######## block 1 ########
`src/rtl/fetch_stage.sv`:
```
// fetch_stage: instruction fetch stage with a request/ready memory port,
// a one-entry skid buffer behind the IF/ID register, redirect (flush) and
// halt handling. States: FETCH (issue), WAIT (hold request until ready),
// HALTED (idle until reset).
// Optional build macro FETCH_PERF_CNT_EN adds the fetch_count output, which
// counts instructions loaded into IF/ID.
module fetch_stage #(
    parameter logic [31:0] RESET_PC = 32'h0000_0000
) (
    input  logic        clk,
    input  logic        rst,
    input  logic        stall,
    input  logic        flush,
    input  logic [31:0] redirect_pc,
    input  logic        halt,
    output logic        imem_req,
    output logic [31:0] imem_addr,
    input  logic        imem_ready,
    input  logic [31:0] imem_rdata,
    output logic [31:0] if_instr,
    output logic [31:0] if_pc,
    output logic        if_valid
`ifdef FETCH_PERF_CNT_EN
    ,
    output logic [31:0] fetch_count
`endif
);

    typedef enum logic [1:0] {FETCH, WAIT, HALTED} state_t;

    state_t      state_q, state_d;
    logic [31:0] pc_q, pc_d;
    logic [31:0] wait_addr_q, wait_addr_d;   // address held on the port in WAIT
    logic        discard_q, discard_d;       // outstanding response must be dropped
    logic        halt_pend_q, halt_pend_d;   // halt seen while a response is outstanding
    logic        buf_vld_q, buf_vld_d;
    logic [31:0] buf_instr_q, buf_instr_d;
    logic [31:0] buf_pc_q, buf_pc_d;
    logic [31:0] if_instr_q, if_instr_d;
    logic [31:0] if_pc_q, if_pc_d;
    logic        if_valid_q, if_valid_d;
    logic        req;
    logic [31:0] addr;
    logic        load;                       // a real instruction enters IF/ID

    // Next-state, memory request and IF/ID/buffer update logic
    always_comb begin
        state_d     = state_q;
        pc_d        = pc_q;
        wait_addr_d = wait_addr_q;
        discard_d   = discard_q;
        halt_pend_d = halt_pend_q;
        buf_vld_d   = buf_vld_q;
        buf_instr_d = buf_instr_q;
        buf_pc_d    = buf_pc_q;
        if_instr_d  = if_instr_q;
        if_pc_d     = if_pc_q;
        if_valid_d  = if_valid_q;
        req         = 1'b0;
        addr        = pc_q;
        load        = 1'b0;

        case (state_q)
            FETCH: begin
                if (halt) begin
                    state_d    = HALTED;
                    buf_vld_d  = 1'b0;
                    if_instr_d = 32'h0;
                    if_valid_d = 1'b0;
                end else begin
                    // A full buffer drains whenever stall is low, so it is
                    // always free again by the time a new response lands.
                    req = !stall;
                    if (flush) begin
                        pc_d       = redirect_pc;
                        buf_vld_d  = 1'b0;
                        if_instr_d = 32'h0;
                        if_valid_d = 1'b0;
                        if (req && !imem_ready) begin
                            state_d     = WAIT;
                            wait_addr_d = pc_q;
                            discard_d   = 1'b1;
                        end
                    end else if (!stall) begin
                        if (buf_vld_q) begin
                            if_instr_d = buf_instr_q;
                            if_pc_d    = buf_pc_q;
                            if_valid_d = 1'b1;
                            buf_vld_d  = 1'b0;
                            load       = 1'b1;
                        end
                        if (imem_ready) begin
                            pc_d = pc_q + 32'd4;
                            if (buf_vld_q) begin
                                buf_instr_d = imem_rdata;
                                buf_pc_d    = pc_q;
                                buf_vld_d   = 1'b1;
                            end else begin
                                if_instr_d = imem_rdata;
                                if_pc_d    = pc_q;
                                if_valid_d = 1'b1;
                                load       = 1'b1;
                            end
                        end else begin
                            state_d     = WAIT;
                            wait_addr_d = pc_q;
                            discard_d   = 1'b0;
                        end
                    end
                end
            end
            WAIT: begin
                req  = 1'b1;
                addr = wait_addr_q;
                if (halt) begin
                    halt_pend_d = 1'b1;
                    discard_d   = 1'b1;
                end else if (flush) begin
                    pc_d       = redirect_pc;
                    discard_d  = 1'b1;
                    buf_vld_d  = 1'b0;
                    if_instr_d = 32'h0;
                    if_valid_d = 1'b0;
                end
                if (imem_ready) begin
                    discard_d   = 1'b0;
                    halt_pend_d = 1'b0;
                    if (halt || halt_pend_q) begin
                        state_d    = HALTED;
                        buf_vld_d  = 1'b0;
                        if_instr_d = 32'h0;
                        if_valid_d = 1'b0;
                    end else begin
                        state_d = FETCH;
                        if (!discard_q && !flush) begin
                            pc_d = wait_addr_q + 32'd4;
                            if (stall) begin
                                buf_instr_d = imem_rdata;
                                buf_pc_d    = wait_addr_q;
                                buf_vld_d   = 1'b1;
                            end else begin
                                if_instr_d = imem_rdata;
                                if_pc_d    = wait_addr_q;
                                if_valid_d = 1'b1;
                                load       = 1'b1;
                            end
                        end
                    end
                end
            end
            HALTED: begin
                buf_vld_d  = 1'b0;
                if_instr_d = 32'h0;
                if_valid_d = 1'b0;
            end
            default: state_d = FETCH;
        endcase
    end

    // State, PC, buffer and IF/ID registers
    always_ff @(posedge clk or posedge rst) begin
        if (rst) begin
            state_q     <= FETCH;
            pc_q        <= RESET_PC;
            wait_addr_q <= RESET_PC;
            discard_q   <= 1'b0;
            halt_pend_q <= 1'b0;
            buf_vld_q   <= 1'b0;
            buf_instr_q <= 32'h0;
            buf_pc_q    <= RESET_PC;
            if_instr_q  <= 32'h0;
            if_pc_q     <= RESET_PC;
            if_valid_q  <= 1'b0;
        end else begin
            state_q     <= state_d;
            pc_q        <= pc_d;
            wait_addr_q <= wait_addr_d;
            discard_q   <= discard_d;
            halt_pend_q <= halt_pend_d;
            buf_vld_q   <= buf_vld_d;
            buf_instr_q <= buf_instr_d;
            buf_pc_q    <= buf_pc_d;
            if_instr_q  <= if_instr_d;
            if_pc_q     <= if_pc_d;
            if_valid_q  <= if_valid_d;
        end
    end

`ifdef FETCH_PERF_CNT_EN
    logic [31:0] fetch_count_q;

    // Count every real instruction entering IF/ID; wraps naturally
    always_ff @(posedge clk or posedge rst) begin
        if (rst) fetch_count_q <= 32'h0;
        else if (load) fetch_count_q <= fetch_count_q + 32'd1;
    end

    assign fetch_count = fetch_count_q;
`else
    logic unused_load;
    assign unused_load = load;
`endif

    // The request is suppressed while reset is held, even though FETCH is entered
    assign imem_req  = req && !rst;
    assign imem_addr = addr;
    assign if_instr  = if_instr_q;
    assign if_pc     = if_pc_q;
    assign if_valid  = if_valid_q;

endmodule

```
`config.mk`:
```
export PLATFORM = sky130hd
export DESIGN_NAME = fetch_stage
export DESIGN_NICKNAME = d
export VERILOG_FILES = /design/src/rtl/fetch_stage.sv
export SDC_FILE = /design/constraint.sdc
export NUM_CORES = 1
export LEC_CHECK = 0
export CORE_UTILIZATION = 42
export CTS_CLUSTER_DIAMETER = 80
export CTS_CLUSTER_SIZE = 16
export DETAILED_ROUTE_END_ITERATION = 10
export PLACE_DENSITY_LB_ADDON = 0.25
export SYNTH_ARGS = -nofsm -noshare
export SYNTH_HDL_FRONTEND = slang
export SYNTH_SLANG_ARGS = --single-unit
```
`constraint.sdc`:
```
create_clock -name clk -period 6.8 [get_ports clk]
set_input_delay 1.36 -clock clk [delete_from_list [all_inputs] [get_ports clk]]
set_output_delay 1.36 -clock clk [all_outputs]
set_load 0.1 [all_outputs]
```
######## block 2 ########
`src/rtl/exponent_logic_if.sv`:
```
// Operand/result bundle for the FP exponent unit.
//   eA, eB : biased 8-bit operand exponents
//   en     : result register load enable
//   sel    : 0 = multiply, 1 = divide
//   e      : registered 10-bit two's-complement result exponent
interface exponent_logic_if;
  logic [7:0] eA;
  logic [7:0] eB;
  logic       en;
  logic       sel;
  logic [9:0] e;

  // Operand source drives inputs and observes the result
  modport master (
    output eA,
    output eB,
    output en,
    output sel,
    input  e
  );

  // Exponent unit consumes operands and drives the result
  modport slave (
    input  eA,
    input  eB,
    input  en,
    input  sel,
    output e
  );
endinterface

```
`src/rtl/exponent_logic.sv`:
```
// Exponent datapath for single-precision multiply/divide.
// Computes eA + eB - BIAS (multiply) or eA - eB + BIAS (divide) modulo 2^10
// and registers it on enabled clock edges. No clamping is applied, so
// underflow (<= 0) and overflow (>= 255) pass through for downstream checks.
//   clk  : clock, rising edge
//   arst : asynchronous active-low reset, clears e
//   bus  : exponent_logic_if.slave (eA, eB, en, sel in; e out)
module exponent_logic #(
  parameter int BIAS = 127
) (
  input logic              clk,
  input logic              arst,
  exponent_logic_if.slave  bus
);

  localparam int unsigned RW = 10;
  localparam logic [RW-1:0] BIAS_EXT = RW'(BIAS);

  logic [RW-1:0] a_ext;
  logic [RW-1:0] b_ext;
  logic [RW-1:0] next_e_c;

  // Zero-extend operands and form the next result, wrapping mod 2^10
  always_comb begin
    a_ext    = RW'(bus.eA);
    b_ext    = RW'(bus.eB);
    next_e_c = '0;
    if (bus.sel) begin
      next_e_c = a_ext - b_ext + BIAS_EXT;
    end else begin
      next_e_c = a_ext + b_ext - BIAS_EXT;
    end
  end

  // Result register; reset dominates the load enable
  always_ff @(posedge clk or negedge arst) begin
    if (!arst) begin
      bus.e <= '0;
    end else if (bus.en) begin
      bus.e <= next_e_c;
    end
  end

endmodule

```
`src/flat_wrapper.sv`:
```
// flat-port wrapper written by rule: the top's interface ports become plain ports
module exponent_logic_flat 
#(
  parameter int BIAS = 127
)
  (clk, arst, bus_eA, bus_eB, bus_en, bus_sel, bus_e);
  exponent_logic_if bus_i ();
  input logic clk;
  input logic arst;
  input wire logic [$bits(bus_i.eA)-1:0] bus_eA;
  input wire logic [$bits(bus_i.eB)-1:0] bus_eB;
  input wire logic [$bits(bus_i.en)-1:0] bus_en;
  input wire logic [$bits(bus_i.sel)-1:0] bus_sel;
  output wire logic [$bits(bus_i.e)-1:0] bus_e;
  assign bus_i.eA = bus_eA;
  assign bus_i.eB = bus_eB;
  assign bus_i.en = bus_en;
  assign bus_i.sel = bus_sel;
  assign bus_e = bus_i.e;
  exponent_logic #(.BIAS(BIAS)) u_core (.clk(clk), .arst(arst), .bus(bus_i));
endmodule
```
`config.mk`:
```
export PLATFORM = sky130hd
export DESIGN_NAME = exponent_logic_flat
export DESIGN_NICKNAME = d
export VERILOG_FILES = /design/src/rtl/exponent_logic_if.sv /design/src/rtl/exponent_logic.sv /design/src/flat_wrapper.sv
export SDC_FILE = /design/constraint.sdc
export NUM_CORES = 1
export LEC_CHECK = 0
export ABC_AREA = 0
export CORE_ASPECT_RATIO = 0.6
export CORE_MARGIN = 10
export CORE_UTILIZATION = 45
export CTS_BUF_LIST = sky130_fd_sc_hd__clkbuf_8
export CTS_CLUSTER_SIZE = 12
export DETAILED_ROUTE_END_ITERATION = 10
export PLACE_DENSITY = 0.8
export SETUP_SLACK_MARGIN = 0.05
export SYNTH_ARGS = -nofsm -noshare
export SYNTH_HDL_FRONTEND = slang
export SYNTH_SLANG_ARGS = --single-unit
```
`constraint.sdc`:
```
create_clock -name clk -period 1.7 [get_ports clk]
set_input_delay 0.17 -clock clk [delete_from_list [all_inputs] [get_ports clk]]
set_output_delay 0.17 -clock clk [all_outputs]
set_load 0.01 [all_outputs]
```
==> block_1/layers.png <==
(2 px per µm)
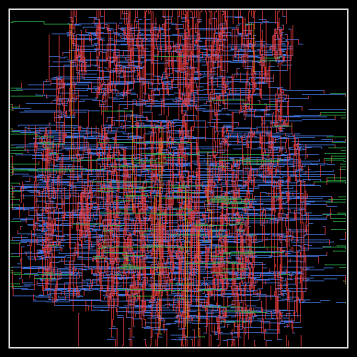
- orange: M4 (wire length 562 µm)
- blue: M1 (wire length 16200 µm)
- red: M2 (wire length 15900 µm)
- green: M3 (wire length 1870 µm)
Routed Wire Length: 34600 µm
gr usage total: 24.6%

==> results_slide.txt, block 1 <==
Key Metrics from the Run

Status
  – Outcome: complete, no violations

Pwr
  – Combinational Power Share: 56.2%
  – Seq pwr: 2240 µW
  – NetSw: 3980 µW
  – P_int: 3380 µW
  – Pleak: 0.00561 µW
  – Clock Power Share: 13.4%

Setup path
  – Crit path largest cell delay: 1140 ps
  – Nature of the critical path startpoint: input port
  – Crit Path Category: in2out
  – Crit path DAT: 3840 ps
  – Critical path's top delay family: buffers and inverters
  – Cells along the critical path: clkdlybuf4s50_1, nor2b_1, a21oi_1, nor2_1, clkdlybuf4s50_1
  – Worst Path Buf+Inv: 2

Yosys
  – Xor/xnor share: 2.56%
  – Biggest area cells: dfrtp_1 (43%), o21ai_0 (6.2%), mux2_1 (5.8%), nand2_1 (5.3%), mux2_2 (4.4%)
  – Dominant cell area share: 42.5%
  – Yosys aoi share: 21.8%
  – Net Count, Synth: 1333
  – Seq share, synth: 42.5%

Finish
  – Register Area: 4960 µm²
  – Flop share of the area: 35.2%
  – Fillcell total: 2464
  – Post-Layout Inst Area: 14100 µm²
  – Plain + repair buffers: 185
  – Area grow syn2layout: 21.0%
  – Comb gates: 927
  – Clock buf/inv share: 3.98%
  – Comb area: 6190 µm²

Floorplanning
  – Die X-Extent: 169 µm
  – Core Area: 27100 µm²
  – # Taps: 372

STA
  – Final Cycle Share: 76.5%
  – Slew Viols, Final: 0
  – Min Hold Slack: 490 ps
  – Worst setup margin: 1600 ps
  – Hold Fails Final Rpt: 0

Min path
  – Hold_sp: buf_instr_q[3]$_DFFE_PP0P_

GRT
  – Grt ovf: 0

Routing
  – Vias/cell: 5.94
  – Met3 wire length: 1870 µm
  – First drt pass iteration count: 6

Place
  – Pre-CTS WS: 1610 ps

Clock tree
  – CTS root buffer: clkbuf_16

Flow run
  – Max-cap viol count: 0
block 1: layout by cell type (no fill, tap or decap), types with 4 or more instances in the layout:
| cell | instances |
|---|---|
| a211o_1 | 4 |
| a211oi_1 | 7 |
| a21oi_1 | 56 |
| a221oi_1 | 8 |
| a22o_1 | 20 |
| a22oi_1 | 63 |
| a31oi_1 | 13 |
| and2_1 | 6 |
| and3_1 | 26 |
| and4_1 | 8 |
| buf_4 | 19 |
| clkbuf_16 | 17 |
| clkdlybuf4s50_1 | 166 |
| clkinv_4 | 5 |
| dfrtp_1 | 197 |
| ha_1 | 5 |
| inv_1 | 27 |
| mux2_1 | 60 |
| mux2_2 | 46 |
| mux2i_1 | 34 |
| nand2_1 | 166 |
| nand3_1 | 21 |
| nand4_1 | 14 |
| nor2_1 | 49 |
| nor2b_1 | 5 |
| nor3_1 | 19 |
| nor4_2 | 5 |
| o211ai_1 | 7 |
| o21a_1 | 8 |
| o21ai_0 | 144 |
| o21ai_1 | 31 |
| o221ai_1 | 5 |
| o22ai_1 | 5 |
| xnor2_1 | 16 |
| xor2_1 | 18 |
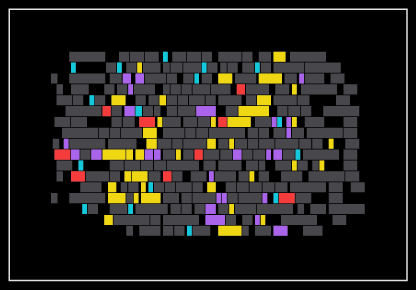
(block_2/gates.png)
(4 px per µm)
- cyan: inv cells (cells 16)
- purple: nand cells (cells 25)
- yellow: nor cells (cells 37)
- red: and/or cells (cells 9)

==> results_slide.txt, block 2 <==
Key Metrics from the Run

Routing
  – Met3 wire length: 347 µm
  – Max layer used: met4
  – Vias/cell: 5.64

Yosys
  – Count leader, synth: ha_1
  – Async SR Flop Fraction: 100%
  – Area leader, netlist: dfrtp_1
  – Yosys Instances: 201
  – Net Count, Synth: 241
  – Synthesized netlist cell count: 201
  – Largest logic family: simple AND/OR/NAND/NOR gates
  – Dominant cell area share: 14.8%
  – Biggest area cells: dfrtp_1 (15%), ha_1 (14%), xnor2_1 (5.7%), nor2_1 (3.8%), xor2_1 (3.6%)

Pwr
  – Clk pwr: 240 µW
  – Combinational Power Share: 69.6%
  – Pwr Total: 1860 µW
  – Pleak: 0.00122 µW

Setup path
  – CP max-delay cell: fa_2
  – Worst r2r dst: u_core.bus.e[8]$_DFFE_PN0P_
  – Setup crit start: bus_eA[0]
  – Crit Path Max Fanout: 2
  – Critical path's top delay family: AND-OR/OR-AND gates

Status
  – Outcome: finished with violations
  – Failing checks: setup timing

Finish
  – Register Area: 250 µm²
  – Layout Utilization: 78.9%
  – Ant. Diodes: 0

STA
  – Setup Viol. Count Final: 8
  – Worst setup margin: -496 ps
  – Min Hold Slack: 243 ps
  – Hold Fails Final Rpt: 0
  – RSZ-0062 raised after global routing: yes
  – Final setup TNS: -2690 ps
  – FMAX: 0.455 GHz

Clock tree
  – Htree depth: 1
  – CTS tree: yes

Floorplanning
  – Die Y: 67.4 µm
  – Num ports: 30
  – Rows: 17
  – DIE AREA: 6680 µm²

GRT
  – Gr busiest metal: met2

Min path
  – Min-Delay Path Class: in2async
==> block 2: worst reg2reg max path: cells and delay by family, from the launching register on <==
family / cells / cell delay, ps
AOI/OAI and AO/OA: 2 / 370
DFF: 1 / 380
==> block 2: what timing repair did <==
action | in CTS | in global routing
buffers inserted | 9 | 6
pin swaps | 35 | 23
resized | 88 | 26
setup endpoints to repair | 9 | 8
==> block 2: placed cells by master (no fill, tap or decap), types with 4 or more instances in the layout <==
| cell type | instances |
|---|---|
| nand2_1 | 12 |
| buf_4 | 53 |
| xnor2_1 | 8 |
| nor3_4 | 4 |
| nor2_1 | 15 |
| nor2b_1 | 4 |
| buf_6 | 9 |
| clkdlybuf4s50_1 | 17 |
| xor2_1 | 6 |
| ha_1 | 6 |
| buf_2 | 5 |
| inv_1 | 9 |
| xnor2_2 | 5 |
| nor3_2 | 4 |
| dfrtp_1 | 10 |
| a21oi_1 | 5 |
| nand2b_1 | 4 |
| ha_4 | 10 |
| inv_2 | 6 |
| a21oi_2 | 5 |
==> block 2: area by class of cell <==
class | instances | area share [%]
multi-input combinational | 168 | 59.4
timing repair buffer | 90 | 26.3
tap | 47 | 2.05
clock buffer | 3 | 1.44
inverter | 16 | 2.14
sequential | 10 | 8.72


## Gallery

Clock network drawn from the DEF.
(a)
(3 px per µm)
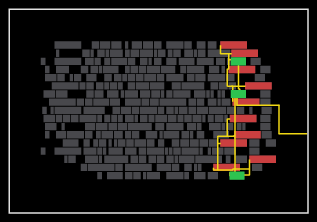
(b)
(1.5 px per µm)
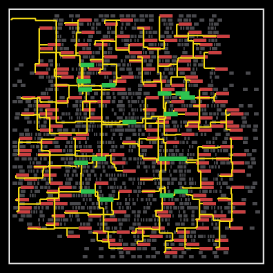
The one with the largest die is (b).
(a): block 2
(b): block 1

Key to (b):
- red: flip-flops (count 198)
- yellow: clock wires (length 2550 µm)
- green: clock-net drivers (count 17)
- routed clock nets: 18
- flops lie: widely spread

Power and IR drop assume default switching activity.
